==================== bullet_engine
### Met4 routing, bullet_engine

Drawn at 2 px/um. Supply wires on this layer in grey.
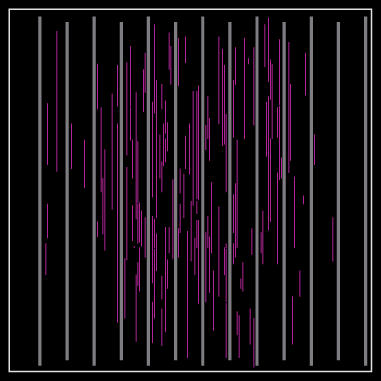

<file path="src/rtl/bullet_engine.sv">
// bullet_engine: fixed-size table of moving bullets for a video game arena.
// A frame_tick starts a sweep that visits one slot per cycle. Each active slot
// moves by its velocity, retires at the arena edge (or wraps), and is tested
// against the player position for a collision.
//
// Ports:
//   clk           system clock, rising edge
//   reset         asynchronous active-low reset
//   frame_tick    one-cycle pulse per frame, starts a sweep
//   spawn_valid   spawn request; accepted when spawn_ready is also high
//   spawn_ready   IDLE, table not full, and no frame_tick this cycle
//   spawn_pos     {x, y} of new bullet
//   spawn_vel     {vx, vy}, 4-bit two's complement each
//   spawn_color   colour code of new bullet
//   player_pos    {x, y} of player for collision tests
//   rd_index      renderer slot select
//   rd_pos        registered position of selected slot
//   rd_color      registered colour of selected slot
//   rd_active     registered occupancy of selected slot
//   hit           one-cycle pulse per collision
//   hit_count     saturating collision count
//   active_count  number of occupied slots
//   overrun       sticky; frame_tick seen during a sweep
module bullet_engine #(
  parameter int NUM_BULLETS = 8,
  parameter int HIT_R       = 4,
  parameter int WRAP        = 0,
  localparam int IDX_W      = $clog2(NUM_BULLETS)
) (
  input  logic             clk,
  input  logic             reset,
  input  logic             frame_tick,
  input  logic             spawn_valid,
  output logic             spawn_ready,
  input  logic [15:0]      spawn_pos,
  input  logic [7:0]       spawn_vel,
  input  logic [2:0]       spawn_color,
  input  logic [15:0]      player_pos,
  input  logic [IDX_W-1:0] rd_index,
  output logic [15:0]      rd_pos,
  output logic [2:0]       rd_color,
  output logic             rd_active,
  output logic             hit,
  output logic [7:0]       hit_count,
  output logic [IDX_W:0]   active_count,
  output logic             overrun
);

  typedef enum logic {IDLE, SWEEP} state_t;

  state_t                 state;
  logic [IDX_W-1:0]       sweep_idx;

  logic [NUM_BULLETS-1:0] active;
  logic [15:0]            pos   [NUM_BULLETS];
  logic [7:0]             vel   [NUM_BULLETS];
  logic [2:0]             color [NUM_BULLETS];

  logic [NUM_BULLETS-1:0] nxt_active;
  logic [15:0]            nxt_pos   [NUM_BULLETS];
  logic [7:0]             nxt_vel   [NUM_BULLETS];
  logic [2:0]             nxt_color [NUM_BULLETS];

  logic                   spawn_fire;
  logic [IDX_W-1:0]       free_idx;
  logic [15:0]            cur_pos;
  logic [7:0]             cur_vel;
  logic [8:0]             x9;
  logic [8:0]             y9;
  logic [7:0]             nx;
  logic [7:0]             ny;
  logic [7:0]             dx;
  logic [7:0]             dy;
  logic                   do_move;
  logic                   retire_edge;
  logic                   collide;

  assign spawn_ready = (state == IDLE) &&
                       (active_count < (IDX_W+1)'(NUM_BULLETS)) &&
                       !frame_tick;
  assign spawn_fire  = spawn_valid && spawn_ready;

  // Lowest-index free slot: scan downward so the last hit is the lowest.
  always_comb begin
    free_idx = '0;
    for (int unsigned i = NUM_BULLETS; i > 0; i--) begin
      if (!active[i-1]) free_idx = IDX_W'(i-1);
    end
  end

  // Movement and collision for the slot currently being swept.
  always_comb begin
    cur_pos = pos[sweep_idx];
    cur_vel = vel[sweep_idx];
    // Bit 8 of the 9-bit sum is set both for results below 0 and above 255,
    // so it alone flags an off-arena coordinate.
    x9 = {1'b0, cur_pos[15:8]} + {{5{cur_vel[7]}}, cur_vel[7:4]};
    y9 = {1'b0, cur_pos[7:0]}  + {{5{cur_vel[3]}}, cur_vel[3:0]};
    nx = x9[7:0];
    ny = y9[7:0];
    dx = (nx >= player_pos[15:8]) ? nx - player_pos[15:8] : player_pos[15:8] - nx;
    dy = (ny >= player_pos[7:0])  ? ny - player_pos[7:0]  : player_pos[7:0]  - ny;
    do_move     = (state == SWEEP) && active[sweep_idx];
    retire_edge = do_move && (WRAP == 0) && (x9[8] || y9[8]);
    collide     = do_move && !retire_edge &&
                  (int'(dx) < HIT_R) && (int'(dy) < HIT_R);
  end

  // Next-state slot table; rd_* sample this so reads see the same edge's update.
  always_comb begin
    nxt_active = active;
    nxt_pos    = pos;
    nxt_vel    = vel;
    nxt_color  = color;
    if (do_move) begin
      if (retire_edge) begin
        nxt_active[sweep_idx] = 1'b0;
      end else begin
        nxt_pos[sweep_idx] = {nx, ny};
        if (collide) nxt_active[sweep_idx] = 1'b0;
      end
    end
    if (spawn_fire) begin
      nxt_active[free_idx] = 1'b1;
      nxt_pos[free_idx]    = spawn_pos;
      nxt_vel[free_idx]    = spawn_vel;
      nxt_color[free_idx]  = spawn_color;
    end
  end

  always_ff @(posedge clk or negedge reset) begin
    if (!reset) begin
      state        <= IDLE;
      sweep_idx    <= '0;
      active       <= '0;
      for (int unsigned i = 0; i < NUM_BULLETS; i++) begin
        pos[i]   <= '0;
        vel[i]   <= '0;
        color[i] <= '0;
      end
      rd_pos       <= '0;
      rd_color     <= '0;
      rd_active    <= 1'b0;
      hit          <= 1'b0;
      hit_count    <= '0;
      active_count <= '0;
      overrun      <= 1'b0;
    end else begin
      active    <= nxt_active;
      pos       <= nxt_pos;
      vel       <= nxt_vel;
      color     <= nxt_color;
      rd_pos    <= nxt_pos[rd_index];
      rd_color  <= nxt_color[rd_index];
      rd_active <= nxt_active[rd_index];
      hit       <= collide;
      if (collide && hit_count != '1) hit_count <= hit_count + 8'd1;
      // Spawns only happen in IDLE and removals only in SWEEP, never together.
      if (spawn_fire)                  active_count <= active_count + (IDX_W+1)'(1);
      else if (retire_edge || collide) active_count <= active_count - (IDX_W+1)'(1);
      case (state)
        IDLE: begin
          if (frame_tick) begin
            state     <= SWEEP;
            sweep_idx <= '0;
          end
        end
        SWEEP: begin
          if (frame_tick) overrun <= 1'b1;
          if (sweep_idx == IDX_W'(NUM_BULLETS-1)) begin
            state     <= IDLE;
            sweep_idx <= '0;
          end else begin
            sweep_idx <= sweep_idx + IDX_W'(1);
          end
        end
        default: state <= IDLE;
      endcase
    end
  end

endmodule

</file>
<file path="config.mk">
export PLATFORM = sky130hd
export DESIGN_NAME = bullet_engine
export DESIGN_NICKNAME = d
export VERILOG_FILES = /design/src/rtl/bullet_engine.sv
export SDC_FILE = /design/constraint.sdc
export NUM_CORES = 1
export LEC_CHECK = 0
export CELL_PAD_IN_SITES_DETAIL_PLACEMENT = 1
export CELL_PAD_IN_SITES_GLOBAL_PLACEMENT = 1
export CORE_UTILIZATION = 50
export DETAILED_ROUTE_END_ITERATION = 6
export DONT_BUFFER_PORTS = 1
export MAX_ROUTING_LAYER = met4
export PLACE_DENSITY = 0.89
export SLEW_MARGIN = 20
export SYNTH_ARGS = -nofsm -noshare
export SYNTH_HDL_FRONTEND = slang
export SYNTH_SLANG_ARGS = --single-unit
</file>
<file path="constraint.sdc">
create_clock -name clk -period 9.2 [get_ports clk]
set_input_delay 1.84 -clock clk [delete_from_list [all_inputs] [get_ports clk]]
set_output_delay 1.84 -clock clk [all_outputs]
set_load 0.05 [all_outputs]
</file>
==================== copro_req_sequencer
<file path="src/rtl/copro_req_sequencer.sv">
// copro_req_sequencer: host-side initiator that sequences init/start pulses to top_coprocessor and buffers one response.
module copro_req_sequencer #(
  parameter int TIMEOUT_CYC = 16,
  parameter int LAT_W = 5
) (
  input  logic             clk,
  input  logic             rst,
  input  logic             req_valid,
  output logic             req_ready,
  input  logic [7:0]       req_T,
  input  logic [7:0]       req_dT,
  input  logic             req_reg_mode,
  input  logic             req_dt_mode,
  input  logic             req_init,
  output logic             rsp_valid,
  input  logic             rsp_ready,
  output logic [7:0]       rsp_G,
  output logic [LAT_W-1:0] rsp_lat,
  output logic             rsp_timeout,
  output logic             cp_start,
  output logic             cp_init,
  output logic             cp_reg_mode,
  output logic             cp_dt_mode,
  output logic [7:0]       cp_T,
  output logic [7:0]       cp_dT,
  input  logic             cp_valid,
  input  logic [7:0]       cp_G,
  output logic             busy,
  output logic             err_spurious
);
  typedef enum logic [2:0] {IDLE, SETUP, INIT, IGAP, START, WAIT, CAPT, RESP} state_t;
  state_t state, state_n;
  logic init_f, lat_hit;
  logic [LAT_W-1:0] lat, lat_inc;
  assign lat_inc = lat + 1'b1;
  assign lat_hit = lat_inc == LAT_W'(TIMEOUT_CYC);
  assign req_ready = state == IDLE;
  assign busy = state != IDLE;
  assign rsp_valid = state == RESP;
  assign cp_start = state == START;
  assign cp_init = state == INIT;
  always_comb begin
    state_n = state;
    case (state)
      IDLE:    state_n = req_valid ? SETUP : IDLE;
      SETUP:   state_n = init_f ? INIT : START;
      INIT:    state_n = IGAP;
      IGAP:    state_n = START;
      START:   state_n = WAIT;
      WAIT:    state_n = cp_valid ? CAPT : (lat_hit ? RESP : WAIT);
      CAPT:    state_n = RESP;
      RESP:    state_n = rsp_ready ? IDLE : RESP;
      default: state_n = IDLE;
    endcase
  end
  // lat_inc is the count for the current WAIT cycle; the first WAIT cycle counts as 1
  always_ff @(posedge clk) begin
    if (rst) begin
      state <= IDLE;
      cp_T <= '0;
      cp_dT <= '0;
      cp_reg_mode <= 1'b0;
      cp_dt_mode <= 1'b0;
      init_f <= 1'b0;
      lat <= '0;
      rsp_G <= '0;
      rsp_lat <= '0;
      rsp_timeout <= 1'b0;
      err_spurious <= 1'b0;
    end else begin
      state <= state_n;
      if (state == IDLE && req_valid) begin
        cp_T <= req_T;
        cp_dT <= req_dT;
        cp_reg_mode <= req_reg_mode;
        cp_dt_mode <= req_dt_mode;
        init_f <= req_init;
      end
      if (state == START) lat <= '0;
      if (state == WAIT) lat <= lat_inc;
      if (state == WAIT && !cp_valid && lat_hit) begin
        rsp_timeout <= 1'b1;
        rsp_G <= '0;
        rsp_lat <= LAT_W'(TIMEOUT_CYC);
      end
      if (state == CAPT) begin
        rsp_G <= cp_G;
        rsp_lat <= lat;
        rsp_timeout <= 1'b0;
      end
      if (cp_valid && state != WAIT) err_spurious <= 1'b1;
    end
  end
endmodule

</file>
<file path="config.mk">
export PLATFORM = sky130hd
export DESIGN_NAME = copro_req_sequencer
export DESIGN_NICKNAME = d
export VERILOG_FILES = /design/src/rtl/copro_req_sequencer.sv
export SDC_FILE = /design/constraint.sdc
export NUM_CORES = 1
export LEC_CHECK = 0
export ABC_AREA = 0
export CAP_MARGIN = 25
export CORE_UTILIZATION = 30
export DETAILED_ROUTE_END_ITERATION = 8
export HOLD_SLACK_MARGIN = 0.08
export PLACE_DENSITY = 0.7
export SLEW_MARGIN = 40
export SYNTH_ARGS = -nofsm -noshare
export SYNTH_HDL_FRONTEND = slang
export SYNTH_SLANG_ARGS = --single-unit
</file>
<file path="constraint.sdc">
create_clock -name clk -period 1.7 [get_ports clk]
set_input_delay 0.34 -clock clk [delete_from_list [all_inputs] [get_ports clk]]
set_output_delay 0.34 -clock clk [all_outputs]
set_load 0.02 [all_outputs]
</file>
### Cell area per tile, bullet_engine

Drawn at 2 px/um. The die is cut into 18 by 18 equal tiles; dark blue is low, red is high, 0 to 100% covered.
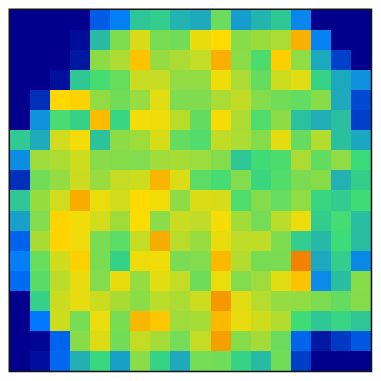
The fullest tile reaches 85%. 8.6% of the tiles are nearly empty. The emptiest ninth of the die: upper left. The mean over all tiles is 51%. 7.1% of the tiles are over 75% full.
Final Core Density: 55.59%
fraction of the core area occupied by cells at floorplan: 51.45%
placeable core region: 0.03091 mm^2

Notes on 'Met4 routing' of bullet_engine above:
The wires run mostly vertical. The layer carries 3560 um of wire. 69 nets have wire on it. The longest straight run is 99.3 um.
total wire length: 59790 um
number of vias after detailed routing: 14948

==> Table 3: Implementation characteristics, bullet_engine <==
Physical implementation characteristics

Parameter                              Value

Synth
  Sequential area share after synthesis .................. 41.23%
  Cell taking the most area after synthesis .................. sky130_fd_sc_hd__dfrtp_1
  Cell with the most instances after synthesis .................. sky130_fd_sc_hd__nand2_1
  Yosys warning total .................. 0
  Area share, top type .................. 41.23%
  Commonest cells post-synth .................. sky130_fd_sc_hd__nand2_1, sky130_fd_sc_hd__dfrtp_1, sky130_fd_sc_hd__nor2_1, sky130_fd_sc_hd__mux2i_1, sky130_fd_sc_hd__o21ai_0
  EDFF count, synth .................. 0

Final layout
  Top logic cell by instance count in the layout .................. sky130_fd_sc_hd__nand2_1
  Number of logic gates .................. 1321
  Inverters .................. ~49
  Post-route standard cell area excluding fillers .................. 0.01718 mm^2
  Flip-flops .................. 262
  Combinational Area .................. 0.008574 mm^2

Critical path
  CP peak stage delay .................. 920 ps
  Arrival time of the worst setup path .................. 8450 ps
  Cell-by-cell trace of the critical path .................. nand2_1, nor2_4, buf_4, a22oi_1, nand4_1, ha_1, a211oi_1, o21ai_0, a21o_1, a21oi_1, xnor2_1, ha_1, o21a_1, nor2_1, a211o_1, nand2_2, a221oi_1, xnor2_1, nor4_2, a21oi_2, and2_1, mux2_1
  Crit. End Element .................. flip-flop
  Flop-to-flop setup slack .................. roughly 1200 ps

Final timing
  Hold slack final .................. ~480 ps
  Max transition margin .................. 21.44%

Global routing
  Routing usage on met2 .................. 60.06%
  Met3 layer usage reported by global route .................. 7.013%

Die
  Tap Cells .................. just under 400
  Area of the chip .................. 0.03252 mm^2
  Width of the chip .................. around 180 um

Min path
  Hold/Removal Path Class .................. reg2reg
  Min-Delay Path Depth .................. 2

Job
  Max-cap violation count .................. 0
  Number of warnings the tools reported .................. ~41

Clock network
  H-tree levels .................. 1
  CTS tree .................. built
  CTS sink cnt .................. 262

Detailed routing
  Top sig layer .................. met4
  Initial drt markers .................. 1656

Place
  Post-Place Cell Area .................. 0.01613 mm^2

Status
  Status .................. complete, no violations
==> bullet_engine: cells by family (layout without fill, tap and decap cells) <==
kind of cell,Yosys count,in the layout,share of synthesized area [%]
mux,133,133,9.395
flops,262,262,41.23
other cells,0,1,0
xor+xnor,23,23,1.267
fa+ha+maj,53,53,4.312
buf+inv,193,147,5.335
simple gates,615,615,17.66
compound gates,497,497,20.80
==> bullet_engine: worst min-delay path, delay by kind of cell (launching register included) <==
kind | cells | cell delay (ps)
flip-flops | 1 | 320
AND/OR/NAND/NOR | 2 | 120
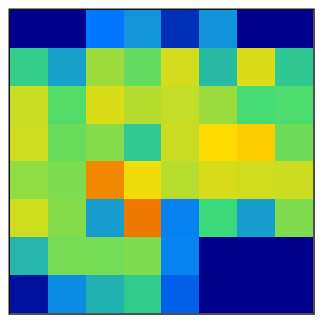
*Cell area per tile, copro_req_sequencer*
Drawn at 4 px/um. The die is cut into 8 by 8 equal tiles; dark blue is low, red is high, 0 to 100% covered.
16% of the tiles are nearly empty. 4.7% of the tiles are over 75% full. The fullest tile reaches 86%.
placeable core region: 0.005172 mm^2
Final Core Density: 51.45%
fraction of the core area occupied by cells at floorplan: 31.59%

==> Table 3: Implementation characteristics, copro_req_sequencer <==
Physical implementation characteristics

Parameter                              Value

Synth
  EDFF count, synth .................. 0
  Commonest cells post-synth .................. sky130_fd_sc_hd__nand2_1, sky130_fd_sc_hd__dfxtp_1, sky130_fd_sc_hd__a21oi_1, sky130_fd_sc_hd__nor2_1, sky130_fd_sc_hd__a22o_1
  XOR/XNOR share of the synthesized area .................. 0%

Global routing
  Routing usage on met2 .................. 25.17%

Status
  Status .................. complete, no violations

Min path
  Hold/Removal Path Class .................. reg2reg

Detailed routing
  Detailed-routed wire length on met3 .................. approximately 350 um

Final timing
  Peak clock frequency supported by timing .................. 608.3 MHz
  Number of endpoints failing setup at the final stage .................. 0
  Number of endpoints with negative hold slack in the final report .................. 0

Critical path
  Critical Path Stages .................. 5
  Cells on worst reg2reg path .................. 5
  Maximum net fanout on the critical path .................. 12
  Cell-by-cell trace of the critical path .................. buf_4, nand3b_1, o41a_1, buf_6, a22o_2

Clock network
  Max Root-Sink Buffers .................. 2

Job
  Max-cap violation count .................. 0

Final layout
  Post-route standard cell area excluding fillers .................. 0.002661 mm^2
## copro_req_sequencer: final cells by class
type | count | area share (%)
inverter | 4 | 0.5642
tap | 70 | 3.291
multi-input combinational | 133 | 28.07
sequential | 42 | 31.83
clock inverter | 1 | 1.128
timing repair buffer | 92 | 32.25
clock buffer | 7 | 2.868

==================== fifo_wr_arbiter
### Congestion heat map, fifo_wr_arbiter

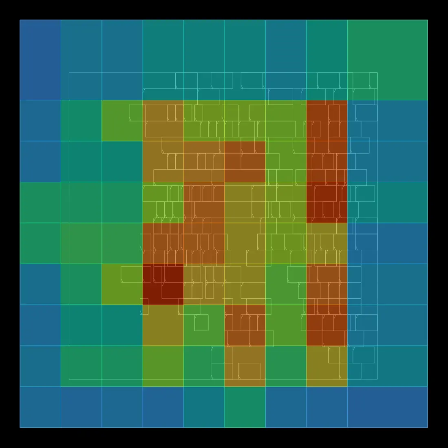

**src/rtl/fifo_pkg.sv**
```systemverilog
// Shared definitions for the FIFO write-port arbiter.
package fifo_pkg;

  typedef enum logic {
    ARB_IDLE = 1'b0,
    ARB_LOCK = 1'b1
  } arb_state_t;

endpackage

```
**src/rtl/fifo_wr_arbiter_rr_pick.sv**
```systemverilog
// Round-robin picker: the first set request after ptr, searched modulo NUM_REQ
// over a doubled request vector so that the wrap needs no special case.
module rr_pick #(
  parameter int NUM_REQ = 4
) (
  input  logic [NUM_REQ-1:0]         req,
  input  logic [$clog2(NUM_REQ)-1:0] ptr,
  output logic [$clog2(NUM_REQ)-1:0] pick,
  output logic                       any_req
);

  localparam int IDW = $clog2(NUM_REQ);

  logic [2*NUM_REQ-1:0] dbl;

  assign dbl     = {req, req};
  assign any_req = |req;

  // NOTE: every always_comb output gets a default first, so no path leaves it unassigned and no latch is inferred.
  // The loop walks from the farthest to the nearest candidate, so the nearest set bit is the last one written.
  always_comb begin
    pick = '0;
    for (int k = NUM_REQ; k >= 1; k--) begin
      if (dbl[int'(ptr) + k]) pick = IDW'((int'(ptr) + k) % NUM_REQ);
    end
  end

endmodule

```
**src/rtl/fifo_wr_arbiter.sv**
```systemverilog
// Shares one FIFO write port among NUM_REQ requesters with packet-granular
// round-robin arbitration; an owner holds the port until its last beat is written.
module fifo_wr_arbiter
  import fifo_pkg::*;
#(
  parameter int NUM_REQ  = 4,
  parameter int DATASIZE = 4,
  localparam int IDW     = $clog2(NUM_REQ)
) (
  input  logic                         clk,
  input  logic                         rst,
  input  logic [NUM_REQ-1:0]           req_valid,
  input  logic [NUM_REQ*DATASIZE-1:0]  req_data,
  input  logic [NUM_REQ-1:0]           req_last,
  output logic [NUM_REQ-1:0]           req_ready,
  input  logic                         fifo_full,
  output logic                         fifo_wr_en,
  output logic [DATASIZE-1:0]          fifo_data,
  output logic [IDW-1:0]               grant_id,
  output logic                         busy
);

  arb_state_t     state;
  logic [IDW-1:0] ptr;
  logic [IDW-1:0] pick;
  logic           any_req;
  logic           xfer;

  rr_pick #(.NUM_REQ(NUM_REQ)) u_pick (
    .req     (req_valid),
    .ptr     (ptr),
    .pick    (pick),
    .any_req (any_req)
  );

  // fifo_full reaches the state only through xfer, so a full FIFO simply freezes the owner.
  assign xfer       = (state == ARB_LOCK) & req_valid[grant_id] & ~fifo_full;
  assign fifo_wr_en = xfer;
  assign fifo_data  = req_data[int'(grant_id)*DATASIZE +: DATASIZE];

  always_comb begin
    req_ready = '0;
    if (state == ARB_LOCK) req_ready[grant_id] = ~fifo_full;
  end

  // NOTE: state registers use non-blocking assignments so every flop samples pre-edge values.
  always_ff @(posedge clk or negedge rst) begin
    if (!rst) begin
      state    <= ARB_IDLE;
      grant_id <= '0;
      busy     <= 1'b0;
      ptr      <= IDW'(NUM_REQ - 1);
    end else begin
      case (state)
        ARB_IDLE: begin
          if (any_req) begin
            grant_id <= pick;
            busy     <= 1'b1;
            state    <= ARB_LOCK;
          end
        end
        ARB_LOCK: begin
          if (xfer && req_last[grant_id]) begin
            state <= ARB_IDLE;
            ptr   <= grant_id;
            busy  <= 1'b0;
          end
        end
        default: state <= ARB_IDLE;
      endcase
    end
  end

endmodule

```
**config.mk**
```make
export PLATFORM = sky130hd
export DESIGN_NAME = fifo_wr_arbiter
export DESIGN_NICKNAME = d
export VERILOG_FILES = /design/src/rtl/fifo_pkg.sv /design/src/rtl/fifo_wr_arbiter_rr_pick.sv /design/src/rtl/fifo_wr_arbiter.sv
export SDC_FILE = /design/constraint.sdc
export NUM_CORES = 1
export LEC_CHECK = 0
export ABC_AREA = 1
export CAP_MARGIN = 40
export CELL_PAD_IN_SITES_DETAIL_PLACEMENT = 0
export CELL_PAD_IN_SITES_GLOBAL_PLACEMENT = 1
export CORE_MARGIN = 8
export CORE_UTILIZATION = 29
export DETAILED_ROUTE_END_ITERATION = 16
export HOLD_SLACK_MARGIN = 0.06
export PLACE_DENSITY = 0.94
export SLEW_MARGIN = 20
export SYNTH_ARGS = -nofsm -noshare
export SYNTH_HDL_FRONTEND = slang
export SYNTH_HIERARCHICAL = 1
export SYNTH_SLANG_ARGS = --single-unit
```
**constraint.sdc**
```tcl
create_clock -name clk -period 2.24 [get_ports clk]
set_input_delay 0.448 -clock clk [delete_from_list [all_inputs] [get_ports clk]]
set_output_delay 0.448 -clock clk [all_outputs]
set_load 0.005 [all_outputs]
```
==================== multicycle_sequencer_flat
$ cat config.mk
export PLATFORM = sky130hd
export DESIGN_NAME = multicycle_sequencer_flat
export DESIGN_NICKNAME = d
export VERILOG_FILES = /design/src/rtl/multicycle_sequencer_if.sv /design/src/rtl/multicycle_sequencer.sv /design/src/flat_wrapper.sv
export SDC_FILE = /design/constraint.sdc
export NUM_CORES = 1
export LEC_CHECK = 0
export CORE_ASPECT_RATIO = 0.75
export CORE_UTILIZATION = 26
export CTS_BUF_LIST = sky130_fd_sc_hd__clkbuf_16
export DETAILED_ROUTE_END_ITERATION = 10
export SKIP_CTS_REPAIR_TIMING = 1
export SYNTH_ARGS = -nofsm -noshare
export SYNTH_HDL_FRONTEND = slang
export SYNTH_SLANG_ARGS = --single-unit
$ cat constraint.sdc
create_clock -name clk -period 2.22 [get_ports clk]
set_input_delay 0.222 -clock clk [delete_from_list [all_inputs] [get_ports clk]]
set_output_delay 0.222 -clock clk [all_outputs]
set_load 0.01 [all_outputs]
$ cat src/rtl/multicycle_sequencer_if.sv
// Bus bundle between the multicycle control sequencer and its surroundings
// (instruction decoder, datapath, instruction/data memories).
//
// Handshake semantics: imem_req / dmem_req are held high for every cycle the
// sequencer is waiting in FETCH / MEM; the access completes in the cycle the
// matching ack is high, and the request drops (or the next access starts) on
// the following cycle. Acks seen outside FETCH / MEM are ignored.
//
// Modports:
//   master : the sequencer (drives requests, strobes, status, counters)
//   slave  : the environment (drives start, acks, decoder outputs)
interface multicycle_sequencer_if #(
  parameter int CNT_W = 32
);
  logic             start;
  logic             imem_ack;
  logic             dmem_ack;
  logic             dec_wr_reg;
  logic             dec_rd_mem;
  logic             dec_wr_mem;
  logic             dec_upd_pc;
  logic             imem_req;
  logic             ir_load;
  logic             dmem_req;
  logic             dmem_we;
  logic             rf_we;
  logic             pc_we;
  logic             busy;
  logic             halted;
  logic             err;
  logic [2:0]       state;
  logic [CNT_W-1:0] cycle_cnt;
  logic [CNT_W-1:0] instret_cnt;

  modport master (
    input  start, imem_ack, dmem_ack,
    input  dec_wr_reg, dec_rd_mem, dec_wr_mem, dec_upd_pc,
    output imem_req, ir_load, dmem_req, dmem_we, rf_we, pc_we,
    output busy, halted, err, state, cycle_cnt, instret_cnt
  );

  modport slave (
    output start, imem_ack, dmem_ack,
    output dec_wr_reg, dec_rd_mem, dec_wr_mem, dec_upd_pc,
    input  imem_req, ir_load, dmem_req, dmem_we, rf_we, pc_we,
    input  busy, halted, err, state, cycle_cnt, instret_cnt
  );
endinterface

$ cat src/rtl/multicycle_sequencer.sv
// Multicycle control sequencer: steps the datapath through
// FETCH -> DECODE -> EXEC -> [MEM] -> WB, turning the decoder's
// per-instruction flags into time-qualified strobes. Owns the memory
// handshakes, halt detection and a bus-timeout trap (ERR).
//
// Ports:
//   clk  : clock, rising edge
//   rst  : asynchronous active-high reset
//   bus  : multicycle_sequencer_if.master (start, acks, decoder flags in;
//          imem_req, ir_load, dmem_req, dmem_we, rf_we, pc_we, busy,
//          halted, err, state, cycle_cnt, instret_cnt out)
//
// Parameters:
//   CNT_W       : performance counter width
//   MEM_TIMEOUT : consecutive no-ack cycles tolerated in FETCH/MEM (2..255)
//
// Build option: define PERF_CNT_EN to get the cycle / retired-instruction
// counters; otherwise both counter outputs are constant 0.
module multicycle_sequencer #(
  parameter int CNT_W       = 32,
  parameter int MEM_TIMEOUT = 16
) (
  input  logic                  clk,
  input  logic                  rst,
  multicycle_sequencer_if.master bus
);

  typedef enum logic [2:0] {
    S_IDLE   = 3'd0,
    S_FETCH  = 3'd1,
    S_DECODE = 3'd2,
    S_EXEC   = 3'd3,
    S_MEM    = 3'd4,
    S_WB     = 3'd5,
    S_HALT   = 3'd6,
    S_ERR    = 3'd7
  } state_t;

  localparam logic [7:0] WAIT_LAST = 8'(MEM_TIMEOUT - 1);

  state_t     state_q, state_d;
  logic [7:0] wait_q, wait_d;

  always_ff @(posedge clk or posedge rst) begin
    if (rst) begin
      state_q <= S_IDLE;
      wait_q  <= 8'd0;
    end else begin
      state_q <= state_d;
      wait_q  <= wait_d;
    end
  end

  always_comb begin
    state_d      = state_q;
    wait_d       = wait_q;
    bus.imem_req = 1'b0;
    bus.ir_load  = 1'b0;
    bus.dmem_req = 1'b0;
    bus.dmem_we  = 1'b0;
    bus.rf_we    = 1'b0;
    bus.pc_we    = 1'b0;

    unique case (state_q)
      S_IDLE: begin
        if (bus.start) state_d = S_FETCH;
      end
      S_FETCH: begin
        bus.imem_req = 1'b1;
        // An ack on the last allowed cycle still completes normally.
        if (bus.imem_ack) begin
          bus.ir_load = 1'b1;
          state_d     = S_DECODE;
        end else if (wait_q == WAIT_LAST) begin
          state_d = S_ERR;
        end else begin
          wait_d = wait_q + 8'd1;
        end
      end
      S_DECODE: begin
        // An instruction that does not advance the PC is the halt marker.
        state_d = bus.dec_upd_pc ? S_EXEC : S_HALT;
      end
      S_EXEC: begin
        state_d = (bus.dec_rd_mem || bus.dec_wr_mem) ? S_MEM : S_WB;
      end
      S_MEM: begin
        bus.dmem_req = 1'b1;
        bus.dmem_we  = bus.dec_wr_mem;
        if (bus.dmem_ack) begin
          state_d = S_WB;
        end else if (wait_q == WAIT_LAST) begin
          state_d = S_ERR;
        end else begin
          wait_d = wait_q + 8'd1;
        end
      end
      S_WB: begin
        bus.rf_we = bus.dec_wr_reg;
        bus.pc_we = 1'b1;
        state_d   = S_FETCH;
      end
      S_HALT: state_d = S_HALT;
      S_ERR:  state_d = S_ERR;
      default: state_d = S_IDLE;
    endcase

    // Each new memory wait window starts counting from zero.
    if ((state_d == S_FETCH || state_d == S_MEM) && (state_d != state_q)) begin
      wait_d = 8'd0;
    end
  end

  assign bus.state  = state_q;
  assign bus.busy   = (state_q != S_IDLE) && (state_q != S_HALT) && (state_q != S_ERR);
  assign bus.halted = (state_q == S_HALT);
  assign bus.err    = (state_q == S_ERR);

`ifdef PERF_CNT_EN
  logic [CNT_W-1:0] cycle_q;
  logic [CNT_W-1:0] instret_q;

  always_ff @(posedge clk or posedge rst) begin
    if (rst) begin
      cycle_q   <= '0;
      instret_q <= '0;
    end else begin
      if (bus.busy)         cycle_q   <= cycle_q + 1'b1;
      if (state_q == S_WB)  instret_q <= instret_q + 1'b1;
    end
  end

  assign bus.cycle_cnt   = cycle_q;
  assign bus.instret_cnt = instret_q;
`else
  assign bus.cycle_cnt   = {CNT_W{1'b0}};
  assign bus.instret_cnt = {CNT_W{1'b0}};
`endif

endmodule
$ cat src/flat_wrapper.sv
// flat-port wrapper written by rule: the top's interface ports become plain ports
module multicycle_sequencer_flat 
#(
  parameter int CNT_W       = 32,
  parameter int MEM_TIMEOUT = 16
)
  (clk, rst, bus_start, bus_imem_ack, bus_dmem_ack, bus_dec_wr_reg, bus_dec_rd_mem, bus_dec_wr_mem, bus_dec_upd_pc, bus_imem_req, bus_ir_load, bus_dmem_req, bus_dmem_we, bus_rf_we, bus_pc_we, bus_busy, bus_halted, bus_err, bus_state, bus_cycle_cnt, bus_instret_cnt);
  multicycle_sequencer_if #(.CNT_W(CNT_W)) bus_i ();
  input  logic clk;
  input  logic rst;
  input wire logic [$bits(bus_i.start)-1:0] bus_start;
  input wire logic [$bits(bus_i.imem_ack)-1:0] bus_imem_ack;
  input wire logic [$bits(bus_i.dmem_ack)-1:0] bus_dmem_ack;
  input wire logic [$bits(bus_i.dec_wr_reg)-1:0] bus_dec_wr_reg;
  input wire logic [$bits(bus_i.dec_rd_mem)-1:0] bus_dec_rd_mem;
  input wire logic [$bits(bus_i.dec_wr_mem)-1:0] bus_dec_wr_mem;
  input wire logic [$bits(bus_i.dec_upd_pc)-1:0] bus_dec_upd_pc;
  output wire logic [$bits(bus_i.imem_req)-1:0] bus_imem_req;
  output wire logic [$bits(bus_i.ir_load)-1:0] bus_ir_load;
  output wire logic [$bits(bus_i.dmem_req)-1:0] bus_dmem_req;
  output wire logic [$bits(bus_i.dmem_we)-1:0] bus_dmem_we;
  output wire logic [$bits(bus_i.rf_we)-1:0] bus_rf_we;
  output wire logic [$bits(bus_i.pc_we)-1:0] bus_pc_we;
  output wire logic [$bits(bus_i.busy)-1:0] bus_busy;
  output wire logic [$bits(bus_i.halted)-1:0] bus_halted;
  output wire logic [$bits(bus_i.err)-1:0] bus_err;
  output wire logic [$bits(bus_i.state)-1:0] bus_state;
  output wire logic [$bits(bus_i.cycle_cnt)-1:0] bus_cycle_cnt;
  output wire logic [$bits(bus_i.instret_cnt)-1:0] bus_instret_cnt;
  assign bus_i.start = bus_start;
  assign bus_i.imem_ack = bus_imem_ack;
  assign bus_i.dmem_ack = bus_dmem_ack;
  assign bus_i.dec_wr_reg = bus_dec_wr_reg;
  assign bus_i.dec_rd_mem = bus_dec_rd_mem;
  assign bus_i.dec_wr_mem = bus_dec_wr_mem;
  assign bus_i.dec_upd_pc = bus_dec_upd_pc;
  assign bus_imem_req = bus_i.imem_req;
  assign bus_ir_load = bus_i.ir_load;
  assign bus_dmem_req = bus_i.dmem_req;
  assign bus_dmem_we = bus_i.dmem_we;
  assign bus_rf_we = bus_i.rf_we;
  assign bus_pc_we = bus_i.pc_we;
  assign bus_busy = bus_i.busy;
  assign bus_halted = bus_i.halted;
  assign bus_err = bus_i.err;
  assign bus_state = bus_i.state;
  assign bus_cycle_cnt = bus_i.cycle_cnt;
  assign bus_instret_cnt = bus_i.instret_cnt;
  multicycle_sequencer #(.CNT_W(CNT_W), .MEM_TIMEOUT(MEM_TIMEOUT)) u_core (.clk(clk), .rst(rst), .bus(bus_i));
endmodule
==================== chacha_sequencer
File: src/rtl/chacha_pkg.sv
// Shared types and constants for the chacha keystream sequencer.
package chacha_pkg;

  typedef enum logic [2:0] {
    StIdle,
    StLdKey,
    StLdNnc,
    StLdCtr,
    StWaitLo,
    StWaitRdy,
    StRead
  } state_e;

  typedef enum logic [1:0] {
    SecKey,
    SecNnc,
    SecCtr
  } sec_e;

  localparam int unsigned KEY_BYTES = 32;
  localparam int unsigned NNC_BYTES = 8;
  localparam int unsigned CTR_BYTES = 8;
  localparam int unsigned BLK_BYTES = 64;

  localparam logic [5:0] KEY_BASE = 6'd0;
  localparam logic [5:0] NNC_BASE = 6'd32;
  localparam logic [5:0] CTR_BASE = 6'd40;

  // Bank byte address for a section-relative index.
  function automatic logic [5:0] sec_addr(input sec_e sec, input logic [4:0] idx);
    logic [5:0] addr;
    unique case (sec)
      SecKey:  addr = KEY_BASE + {1'b0, idx};
      SecNnc:  addr = NNC_BASE + {3'b000, idx[2:0]};
      SecCtr:  addr = CTR_BASE + {3'b000, idx[2:0]};
      default: addr = '0;
    endcase
    return addr;
  endfunction

endpackage

File: src/rtl/chacha_cfg_bank.sv
// Host-written 48-byte configuration bank: key, nonce and initial block counter.
module chacha_cfg_bank
  import chacha_pkg::*;
(
  input  logic        clk,
  input  logic        rst_n,
  input  logic        we,
  input  logic [5:0]  addr,
  input  logic [7:0]  wdata,
  input  sec_e        rd_sec,
  input  logic [4:0]  rd_idx,
  output logic [7:0]  rd_data,
  output logic [63:0] ctr
);

  localparam int unsigned BankBytes = KEY_BYTES + NNC_BYTES + CTR_BYTES;

  logic [7:0] mem_q [BankBytes];
  logic [5:0] rd_addr;

  always_ff @(posedge clk or negedge rst_n) begin
    if (!rst_n) begin
      for (int i = 0; i < BankBytes; i++) begin
        mem_q[i] <= '0;
      end
    end else if (we && (addr < 6'(BankBytes))) begin
      mem_q[addr] <= wdata;
    end
  end

  always_comb begin
    rd_addr = sec_addr(rd_sec, rd_idx);
    rd_data = (rd_addr < 6'(BankBytes)) ? mem_q[rd_addr] : '0;
  end

  // Whole counter exposed at once so a start can copy it in a single cycle.
  always_comb begin
    ctr = '0;
    for (int i = 0; i < CTR_BYTES; i++) begin
      ctr[8*i +: 8] = mem_q[int'(CTR_BASE) + i];
    end
  end

endmodule

File: src/rtl/chacha_sequencer.sv
// Run controller for the chacha keystream core: loads key/nonce/counter, waits for
// each block and streams its 64 bytes, auto-incrementing the block counter.
module chacha_sequencer
  import chacha_pkg::*;
#(
  parameter int unsigned NBLK_W = 16
) (
  input  logic              clk,
  input  logic              rst_n,
  input  logic              cfg_we,
  input  logic [5:0]        cfg_addr,
  input  logic [7:0]        cfg_data,
  input  logic              start,
  input  logic [NBLK_W-1:0] nblk,
  input  logic              stop,
  input  logic              pause,
  output logic              busy,
  output logic              done,
  output logic              err_wrap,
  output logic              core_wr_key,
  output logic              core_wr_nnc,
  output logic              core_wr_ctr,
  output logic              core_hold,
  output logic              core_rd_blk,
  output logic [7:0]        core_data_in,
  input  logic              core_blk_ready,
  input  logic [7:0]        core_data_out,
  output logic              ks_valid,
  output logic [7:0]        ks_data,
  output logic              ks_first,
  output logic              ks_last
);

  localparam logic [5:0] KeyLast = 6'(KEY_BYTES - 1);
  localparam logic [5:0] NncLast = 6'(NNC_BYTES - 1);
  localparam logic [5:0] CtrLast = 6'(CTR_BYTES - 1);
  localparam logic [5:0] BlkLast = 6'(BLK_BYTES - 1);

  state_e             state_q, state_d;
  logic [5:0]         idx_q, idx_d;
  logic [NBLK_W-1:0]  rem_q, rem_d;
  logic               cont_q, cont_d;
  logic               stop_q, stop_d;
  logic [63:0]        work_ctr_q, work_ctr_d;
  logic               err_q, err_d;
  logic               done_q, done_d;
  logic               wr_key_q, wr_key_d;
  logic               wr_nnc_q, wr_nnc_d;
  logic               wr_ctr_q, wr_ctr_d;
  logic               rd_blk_q, rd_blk_d;
  logic               ks_valid_q, ks_valid_d;
  logic [7:0]         ks_data_q, ks_data_d;
  logic               ks_first_q, ks_first_d;
  logic               ks_last_q, ks_last_d;

  logic               wrap;
  logic               finish;
  sec_e               bank_sec;
  logic [7:0]         bank_rd;
  logic [63:0]        bank_ctr;

  // Bank writes are locked out for the whole run; the working counter is separate.
  chacha_cfg_bank u_cfg_bank (
    .clk     (clk),
    .rst_n   (rst_n),
    .we      (cfg_we && (state_q == StIdle)),
    .addr    (cfg_addr),
    .wdata   (cfg_data),
    .rd_sec  (bank_sec),
    .rd_idx  (idx_q[4:0]),
    .rd_data (bank_rd),
    .ctr     (bank_ctr)
  );

  assign bank_sec = (state_q == StLdNnc) ? SecNnc : SecKey;

  always_comb begin
    state_d    = state_q;
    idx_d      = idx_q;
    rem_d      = rem_q;
    cont_d     = cont_q;
    stop_d     = stop_q;
    work_ctr_d = work_ctr_q;
    err_d      = err_q;
    done_d     = 1'b0;
    wr_key_d   = 1'b0;
    wr_nnc_d   = 1'b0;
    wr_ctr_d   = 1'b0;
    rd_blk_d   = 1'b0;
    ks_valid_d = 1'b0;
    ks_data_d  = ks_data_q;
    ks_first_d = 1'b0;
    ks_last_d  = 1'b0;
    wrap       = 1'b0;
    finish     = 1'b0;

    if ((state_q != StIdle) && stop) begin
      stop_d = 1'b1;
    end

    unique case (state_q)
      StIdle: begin
        if (start) begin
          state_d    = StLdKey;
          idx_d      = '0;
          rem_d      = nblk;
          cont_d     = (nblk == '0);
          stop_d     = stop;
          work_ctr_d = bank_ctr;
          err_d      = 1'b0;
          wr_key_d   = 1'b1;
        end
      end
      StLdKey: begin
        if (idx_q == KeyLast) begin
          state_d  = StLdNnc;
          idx_d    = '0;
          wr_nnc_d = 1'b1;
        end else begin
          idx_d = idx_q + 6'd1;
        end
      end
      StLdNnc: begin
        if (idx_q == NncLast) begin
          state_d  = StLdCtr;
          idx_d    = '0;
          wr_ctr_d = 1'b1;
        end else begin
          idx_d = idx_q + 6'd1;
        end
      end
      StLdCtr: begin
        if (idx_q == CtrLast) begin
          state_d = StWaitLo;
          idx_d   = '0;
        end else begin
          idx_d = idx_q + 6'd1;
        end
      end
      // Ready must be seen low first so a ready left over from the previous block is ignored.
      StWaitLo: begin
        if (!core_blk_ready) begin
          state_d = StWaitRdy;
        end
      end
      StWaitRdy: begin
        if (core_blk_ready) begin
          state_d  = StRead;
          idx_d    = '0;
          rd_blk_d = 1'b1;
        end
      end
      StRead: begin
        ks_valid_d = 1'b1;
        ks_data_d  = core_data_out;
        ks_first_d = (idx_q == '0);
        ks_last_d  = (idx_q == BlkLast);
        if (idx_q == BlkLast) begin
          idx_d      = '0;
          wrap       = &work_ctr_q;
          work_ctr_d = work_ctr_q + 64'd1;
          if (!cont_q) begin
            rem_d = rem_q - NBLK_W'(1);
          end
          finish = (!cont_q && (rem_q == NBLK_W'(1))) || stop_q || stop || wrap;
          if (wrap) begin
            err_d = 1'b1;
          end
          if (finish) begin
            state_d = StIdle;
            done_d  = 1'b1;
          end else begin
            state_d  = StLdCtr;
            wr_ctr_d = 1'b1;
          end
        end else begin
          idx_d = idx_q + 6'd1;
        end
      end
      default: state_d = StIdle;
    endcase
  end

  always_ff @(posedge clk or negedge rst_n) begin
    if (!rst_n) begin
      state_q <= StIdle;
    end else begin
      state_q <= state_d;
    end
  end

  always_ff @(posedge clk or negedge rst_n) begin
    if (!rst_n) begin
      idx_q      <= '0;
      rem_q      <= '0;
      cont_q     <= 1'b0;
      stop_q     <= 1'b0;
      work_ctr_q <= '0;
      err_q      <= 1'b0;
      done_q     <= 1'b0;
      wr_key_q   <= 1'b0;
      wr_nnc_q   <= 1'b0;
      wr_ctr_q   <= 1'b0;
      rd_blk_q   <= 1'b0;
      ks_valid_q <= 1'b0;
      ks_data_q  <= '0;
      ks_first_q <= 1'b0;
      ks_last_q  <= 1'b0;
    end else begin
      idx_q      <= idx_d;
      rem_q      <= rem_d;
      cont_q     <= cont_d;
      stop_q     <= stop_d;
      work_ctr_q <= work_ctr_d;
      err_q      <= err_d;
      done_q     <= done_d;
      wr_key_q   <= wr_key_d;
      wr_nnc_q   <= wr_nnc_d;
      wr_ctr_q   <= wr_ctr_d;
      rd_blk_q   <= rd_blk_d;
      ks_valid_q <= ks_valid_d;
      ks_data_q  <= ks_data_d;
      ks_first_q <= ks_first_d;
      ks_last_q  <= ks_last_d;
    end
  end

  always_comb begin
    core_data_in = '0;
    unique case (state_q)
      StLdKey: core_data_in = bank_rd;
      StLdNnc: core_data_in = bank_rd;
      StLdCtr: core_data_in = work_ctr_q[{idx_q[2:0], 3'b000} +: 8];
      default: core_data_in = '0;
    endcase
  end

  assign busy        = (state_q != StIdle);
  assign done        = done_q;
  assign err_wrap    = err_q;
  assign core_wr_key = wr_key_q;
  assign core_wr_nnc = wr_nnc_q;
  assign core_wr_ctr = wr_ctr_q;
  assign core_rd_blk = rd_blk_q;
  assign core_hold   = pause && ((state_q == StWaitLo) || (state_q == StWaitRdy));
  assign ks_valid    = ks_valid_q;
  assign ks_data     = ks_data_q;
  assign ks_first    = ks_first_q;
  assign ks_last     = ks_last_q;

endmodule

File: config.mk
export PLATFORM = sky130hd
export DESIGN_NAME = chacha_sequencer
export DESIGN_NICKNAME = d
export VERILOG_FILES = /design/src/rtl/chacha_pkg.sv /design/src/rtl/chacha_cfg_bank.sv /design/src/rtl/chacha_sequencer.sv
export SDC_FILE = /design/constraint.sdc
export NUM_CORES = 1
export LEC_CHECK = 0
export ABC_CLOCK_PERIOD_IN_PS = 9900
export CAP_MARGIN = 20
export CORE_ASPECT_RATIO = 0.75
export CORE_MARGIN = 1.5
export CORE_UTILIZATION = 60
export CTS_CLUSTER_SIZE = 25
export DETAILED_ROUTE_END_ITERATION = 7
export GPL_TIMING_DRIVEN = 0
export MAX_ROUTING_LAYER = met4
export PLACE_DENSITY = 0.78
export REMOVE_ABC_BUFFERS = 1
export SYNTH_ARGS = -nofsm -noshare
export SYNTH_HDL_FRONTEND = slang
export SYNTH_HIERARCHICAL = 1
export SYNTH_SLANG_ARGS = --single-unit
File: constraint.sdc
create_clock -name clk -period 9.9 [get_ports clk]
set_clock_uncertainty 0.05 [all_clocks]
set_input_delay 1.98 -clock clk [delete_from_list [all_inputs] [get_ports clk]]
set_output_delay 1.98 -clock clk [all_outputs]
set_load 0.005 [all_outputs]

==> notes/layouts.md <==
Pictures saved along the way, in no particular order.

Nets reached from selected ports.
Plate I
Drawn at 1 px/um.
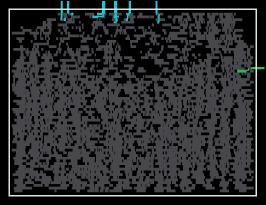
Plate II
Drawn at 3 px/um.
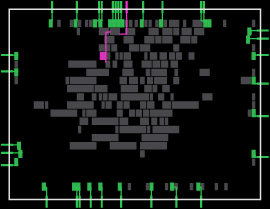
Plate III
Drawn at 4 px/um.
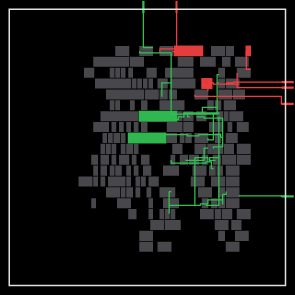
fifo_wr_arbiter -> Plate III
chacha_sequencer -> Plate I
multicycle_sequencer_flat -> Plate II
- most cells: Plate I

### Met4 routing, chacha_sequencer

Drawn at 1.5 px/um. Supply wires on this layer in grey.
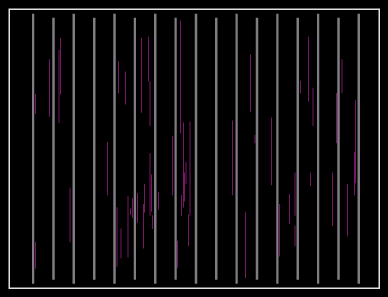
The layer holds 1.9% of the routed length. The longest straight run is 74.8 um. The layer carries 1540 um of wire. The wires run mostly vertical. 35 nets have wire on it.
number of vias after detailed routing: 20699
total wire length: 80230 um

==> Table 3: Implementation characteristics, chacha_sequencer <==
Physical implementation characteristics

Parameter                              Value

Place
  Port-buffer cells .................. 71

Power and ir drop
  Tot Pwr .................. 6.828 mW
  Internal Dissipation .................. between 4 and 5 mW
  Pwr Density .................. ~240 mW/mm^2

Min path
  Worst Hold Endpoint .................. ks_data[6]

Final timing
  Clock period minus worst slack .................. 8057 ps
  Pin slew with the least headroom to its limit .................. 1246 ps

Die
  Height of the chip .................. 185.0 um

Synth
  Synth flops .................. 492
  Largest family of logic cells by area .................. multiplexers
  Cells taking the most area after synthesis .................. sky130_fd_sc_hd__dfrtp_1, sky130_fd_sc_hd__mux2_2, sky130_fd_sc_hd__mux2i_1, sky130_fd_sc_hd__nand2_1, sky130_fd_sc_hd__buf_4
  Synthesized area .................. about 0.026 mm^2

Global routing
  Total routing resource utilization after global routing .................. 36.69%

Status
  Status .................. complete, no violations

Critical path
  Cell family contributing the most delay on the critical path .................. simple AND/OR/NAND/NOR gates
  Cell with the largest stage delay on the worst path .................. sky130_fd_sc_hd__a22oi_1
==> chacha_sequencer: power by group through the flow <==
stage / clock network, mW / registers [mW] / logic (mW)
6_report: 1.90 / 2.76 / 2.17
5_1_grt: 2.01 / 2.79 / 2.31
4_1_cts: 1.92 / 2.73 / 2.11
3_5_place_dp: 0 / 2.76 / 2.11
3_3_place_gp: 0 / 2.88 / 1.94
2_1_floorplan: 0 / 2.66 / 1.24
==> chacha_sequencer: per-stage QoR <==
step                      TNS [ps]  cells
after floorplan                  0   2181
after global placement    -7239350   2830
after detailed placement         0   2859
after CTS                        0   2946
after global routing             0   2952
final                            0   2952
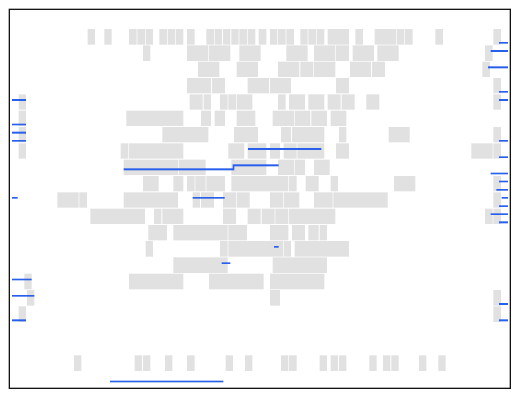
*The metal 3 layer, multicycle_sequencer_flat*
Drawn at 6 px/um.
The longest straight run is 18.6 um. The layer carries 106 um of wire. The wires run mostly horizontal.
number of vias after detailed routing: 858
total wire length: 2085 um

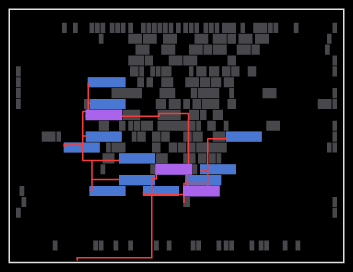
*Clock network drawn from the DEF, multicycle_sequencer_flat*
Drawn at 4 px/um.
Purple is clock drivers, count 3. Red is clock wires, length 189 um. Blue is flip-flops, count 11.
There are 4 routed clock nets.
Clock Power Share: 54.5%
Clock Skew: 1.912 ps
clock-net power: 330 uW
latest clock arrival within the worst-skew pair: 240 ps

==> Table 3: Implementation characteristics, multicycle_sequencer_flat <==
Physical implementation characteristics

Parameter                              Value

Critical path
  Sum of buffers and inverters on the critical path .................. 3
  Required arrival time at the worst endpoint .................. 2000 ps
  Critical Setup Path Class .................. reg2out
  Arrival time of the worst setup path .................. 1800 ps
  Cell-by-cell trace of the critical path .................. buf_4, inv_1, a21boi_0, clkdlybuf4s50_1

Clock network
  Clock input transition at the sequential cells of the worst setup and hold paths .................. 40 ps

Synth
  Area share, top type .................. 37.32%
  Synthesized area .................. 0.001287 mm^2
  Synthesized-area fraction occupied by adder cells .................. 0.9718%
  Cell with the most instances after synthesis .................. sky130_fd_sc_hd__buf_4
  Commonest cells post-synth .................. sky130_fd_sc_hd__buf_4, sky130_fd_sc_hd__dfrtp_1, sky130_fd_sc_hd__nor2_1, sky130_fd_sc_hd__a21oi_1
  Average footprint of a synthesized cell .................. between 8 and 9 um^2
  Synth mux share .................. 1.652%
  Yosys warning total .................. 0

Min path
  Hold/Removal Path Class .................. in2async

Detailed routing
  First drt pass iteration count .................. 4
  Detailed-routed wire length on met3 .................. approximately 110 um
  Routed len/inst .................. around 9.1 um
  Met2 Routed Length .................. just under 1000 um
  Number of nets still failing antenna checks after routing .................. 0

Die
  Height of the chip .................. about 63 um
  Fraction of the core area occupied by cells at floorplan .................. between 20% and 30%
  Number of placement rows .................. 21

Status
  Status .................. complete, no violations

Job
  Max-cap violation count .................. 0
  Number of warnings the tools reported .................. 26

Final timing
  Peak clock frequency supported by timing .................. 495.6 MHz
  Fin. max-slew vios .................. 0

Place
  Port-buffer cells .................. 20
  Post-Place Cell Area .................. ~0.0013 mm^2

Global routing
  Routing usage on met2 .................. between 10 and 15%

Final layout
  Commonest non-fill, non-tap cells in the layout .................. sky130_fd_sc_hd__conb_1, sky130_fd_sc_hd__clkdlybuf4s50_1, sky130_fd_sc_hd__dfrtp_1

Power and ir drop
  Tot Pwr .................. 606.4 uW
multicycle_sequencer_flat: layout make-up:
type,count,share of cell area [%]
multi-input cells,131,52.57
flip-flops and latches,11,19.59
repair buffers,24,16.31
clock buffers,3,5.319
well taps,57,5.053
inverters,3,0.7979
clock inverters,1,0.3546
multicycle_sequencer_flat: report_power, final:
part / leakage [nW] / internal, mW / switching, mW
Combinational: 0.526 / 0.0160 / 0.0588
Clock: 0.0409 / 0.239 / 0.0917
Sequential: 0.143 / 0.201 / 0
multicycle_sequencer_flat: state kept, by name (all words and copies together), names as in the netlist:
signal            flops
u_core.wait_q         8
u_core.bus.state      3
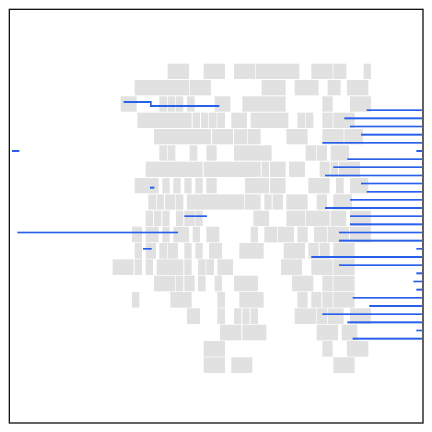
*The metal 3 layer, fifo_wr_arbiter*
Drawn at 6 px/um.
The layer holds 14% of the routed length. The wires run mostly horizontal. 32 nets have wire on it.
number of vias after detailed routing: 906
met3 layer usage reported by global route: 5.008%
total wire length: 2502 um

Notes on 'Congestion heat map' of fifo_wr_arbiter above:
total routing resource utilization after global routing: 10.80%
routed len/inst: 13.03 um
routing usage on met2: 19.28%
routing usage on met1: 10.74%
Final Core Density: 47.51%

==> Table 3: Implementation characteristics, fifo_wr_arbiter <==
Physical implementation characteristics

Parameter                              Value

Status
  Status .................. complete, no violations

Final layout
  Flip-flops .................. 6
  Combinational Area .................. 559.3 um^2
  Number of logic gates .................. 89
  Clk cell area share .................. 1.765%
  Register area .................. 155.1 um^2
  Proportion of cell area occupied by multi-input gates .................. 43.82%
  Clock buffer cells .................. 3

Power and ir drop
  Logic power comb .................. about 1.2 mW
  Logic pwr share .................. between 70 and 80%
  Clock-net power .................. 106 uW
  Flop+latch power .................. 277 uW
  Switching share of power .................. 48.89%
  Top pwr grp .................. combinational cells

Final timing
  Number of endpoints with negative hold slack in the final report .................. 0
  Clock Skew .................. 10.72 ps
  Peak clock frequency supported by timing .................. ~470 MHz
  Max transition margin .................. just over 80%

Synth
  Area share of and-or/or-and cells after synthesis .................. 7.298%
  Synthesized-area fraction occupied by adder cells .................. 1.553%
  Netlist cell types .................. 23
  EDFF count, synth .................. 0
  Sequential area share after synthesis .................. 18.94%
  Area share, top type .................. 14.91%
  Yosys warning total .................. 6
  Prevailing post-synth register cell .................. sky130_fd_sc_hd__dfrtp_1

Clock network
  Latest clock arrival within the worst-skew pair .................. 260 ps
  CTS Root Cell .................. sky130_fd_sc_hd__clkbuf_4
  H-tree levels .................. 1
  CTS sink cnt .................. 6

Min path
  Hold/Removal Path Class .................. in2async

Critical path
  Cell-by-cell trace of the critical path .................. inv_4, buf_4, nand3_1, nand4_1, clkdlybuf4s50_1
  Cells on worst reg2reg path .................. 10
  Required arrival time at the worst endpoint .................. 1790 ps

Detailed routing
  First drt pass iteration count .................. 4
  Length of routed wiring on met1 .................. 960 um

Global routing
  Largest net degree at the start of global routing .................. 14
  Total overflow reported by the global router .................. 0

Place
  HPWL reported at the end of detailed placement .................. 2100 um
  Worst slack at placement .................. -75.67 ps
  Routability-driven placement congestion ratio .................. around 0.87

Die
  Tap Cells .................. 31
  Height of the chip .................. 68.71 um
  Ports placed on the boundary .................. 39
-- fifo_wr_arbiter: state kept, by name (all words and copies together), names as in the netlist --
register and count:
state 1, busy 1, ptr 2, grant_id 2
-- fifo_wr_arbiter: worst paths after layout --
kind	slack (ps)	start	end
max	120	grant_id[0]	fifo_data[1]
min	430	rst	grant_id[0]
max reg2reg	640	ptr[0]	grant_id[0]
min reg2reg	470	state	state
max in group asynchronous	1530	rst	ptr[1]
min in group clk	470	state	state


==> notes/layouts.md <==
Pictures saved along the way, in no particular order.

Cell area per tile.
panel A
Drawn at 4 px/um. The die is cut into 8 by 6 equal tiles; dark blue is low, red is high, 0 to 100% covered.
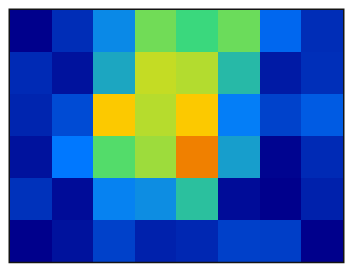
panel B
Drawn at 6 px/um. The die is cut into 7 by 7 equal tiles; dark blue is low, red is high, 0 to 100% covered.
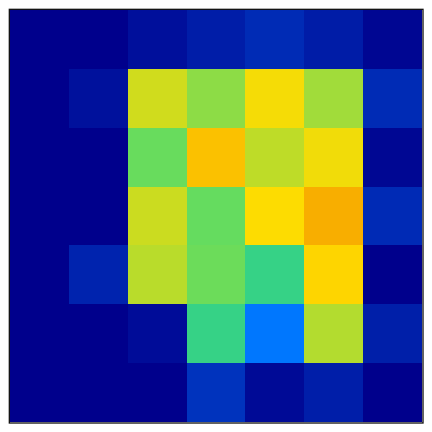
panel C
Drawn at 1.5 px/um. The die is cut into 25 by 18 equal tiles; dark blue is low, red is high, 0 to 100% covered.
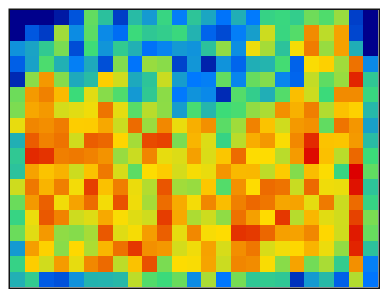
multicycle_sequencer_flat -> panel A
fifo_wr_arbiter -> panel B
chacha_sequencer -> panel C
Of these, largest die: panel C
Of these, lowest utilization: panel A

Key to panel A:
6.2% of the tiles are over 75% full. 10% of the tiles are nearly empty. The mean over all tiles is 26%.

Power figures rest on the tool's default switching activity, not on a simulated workload.
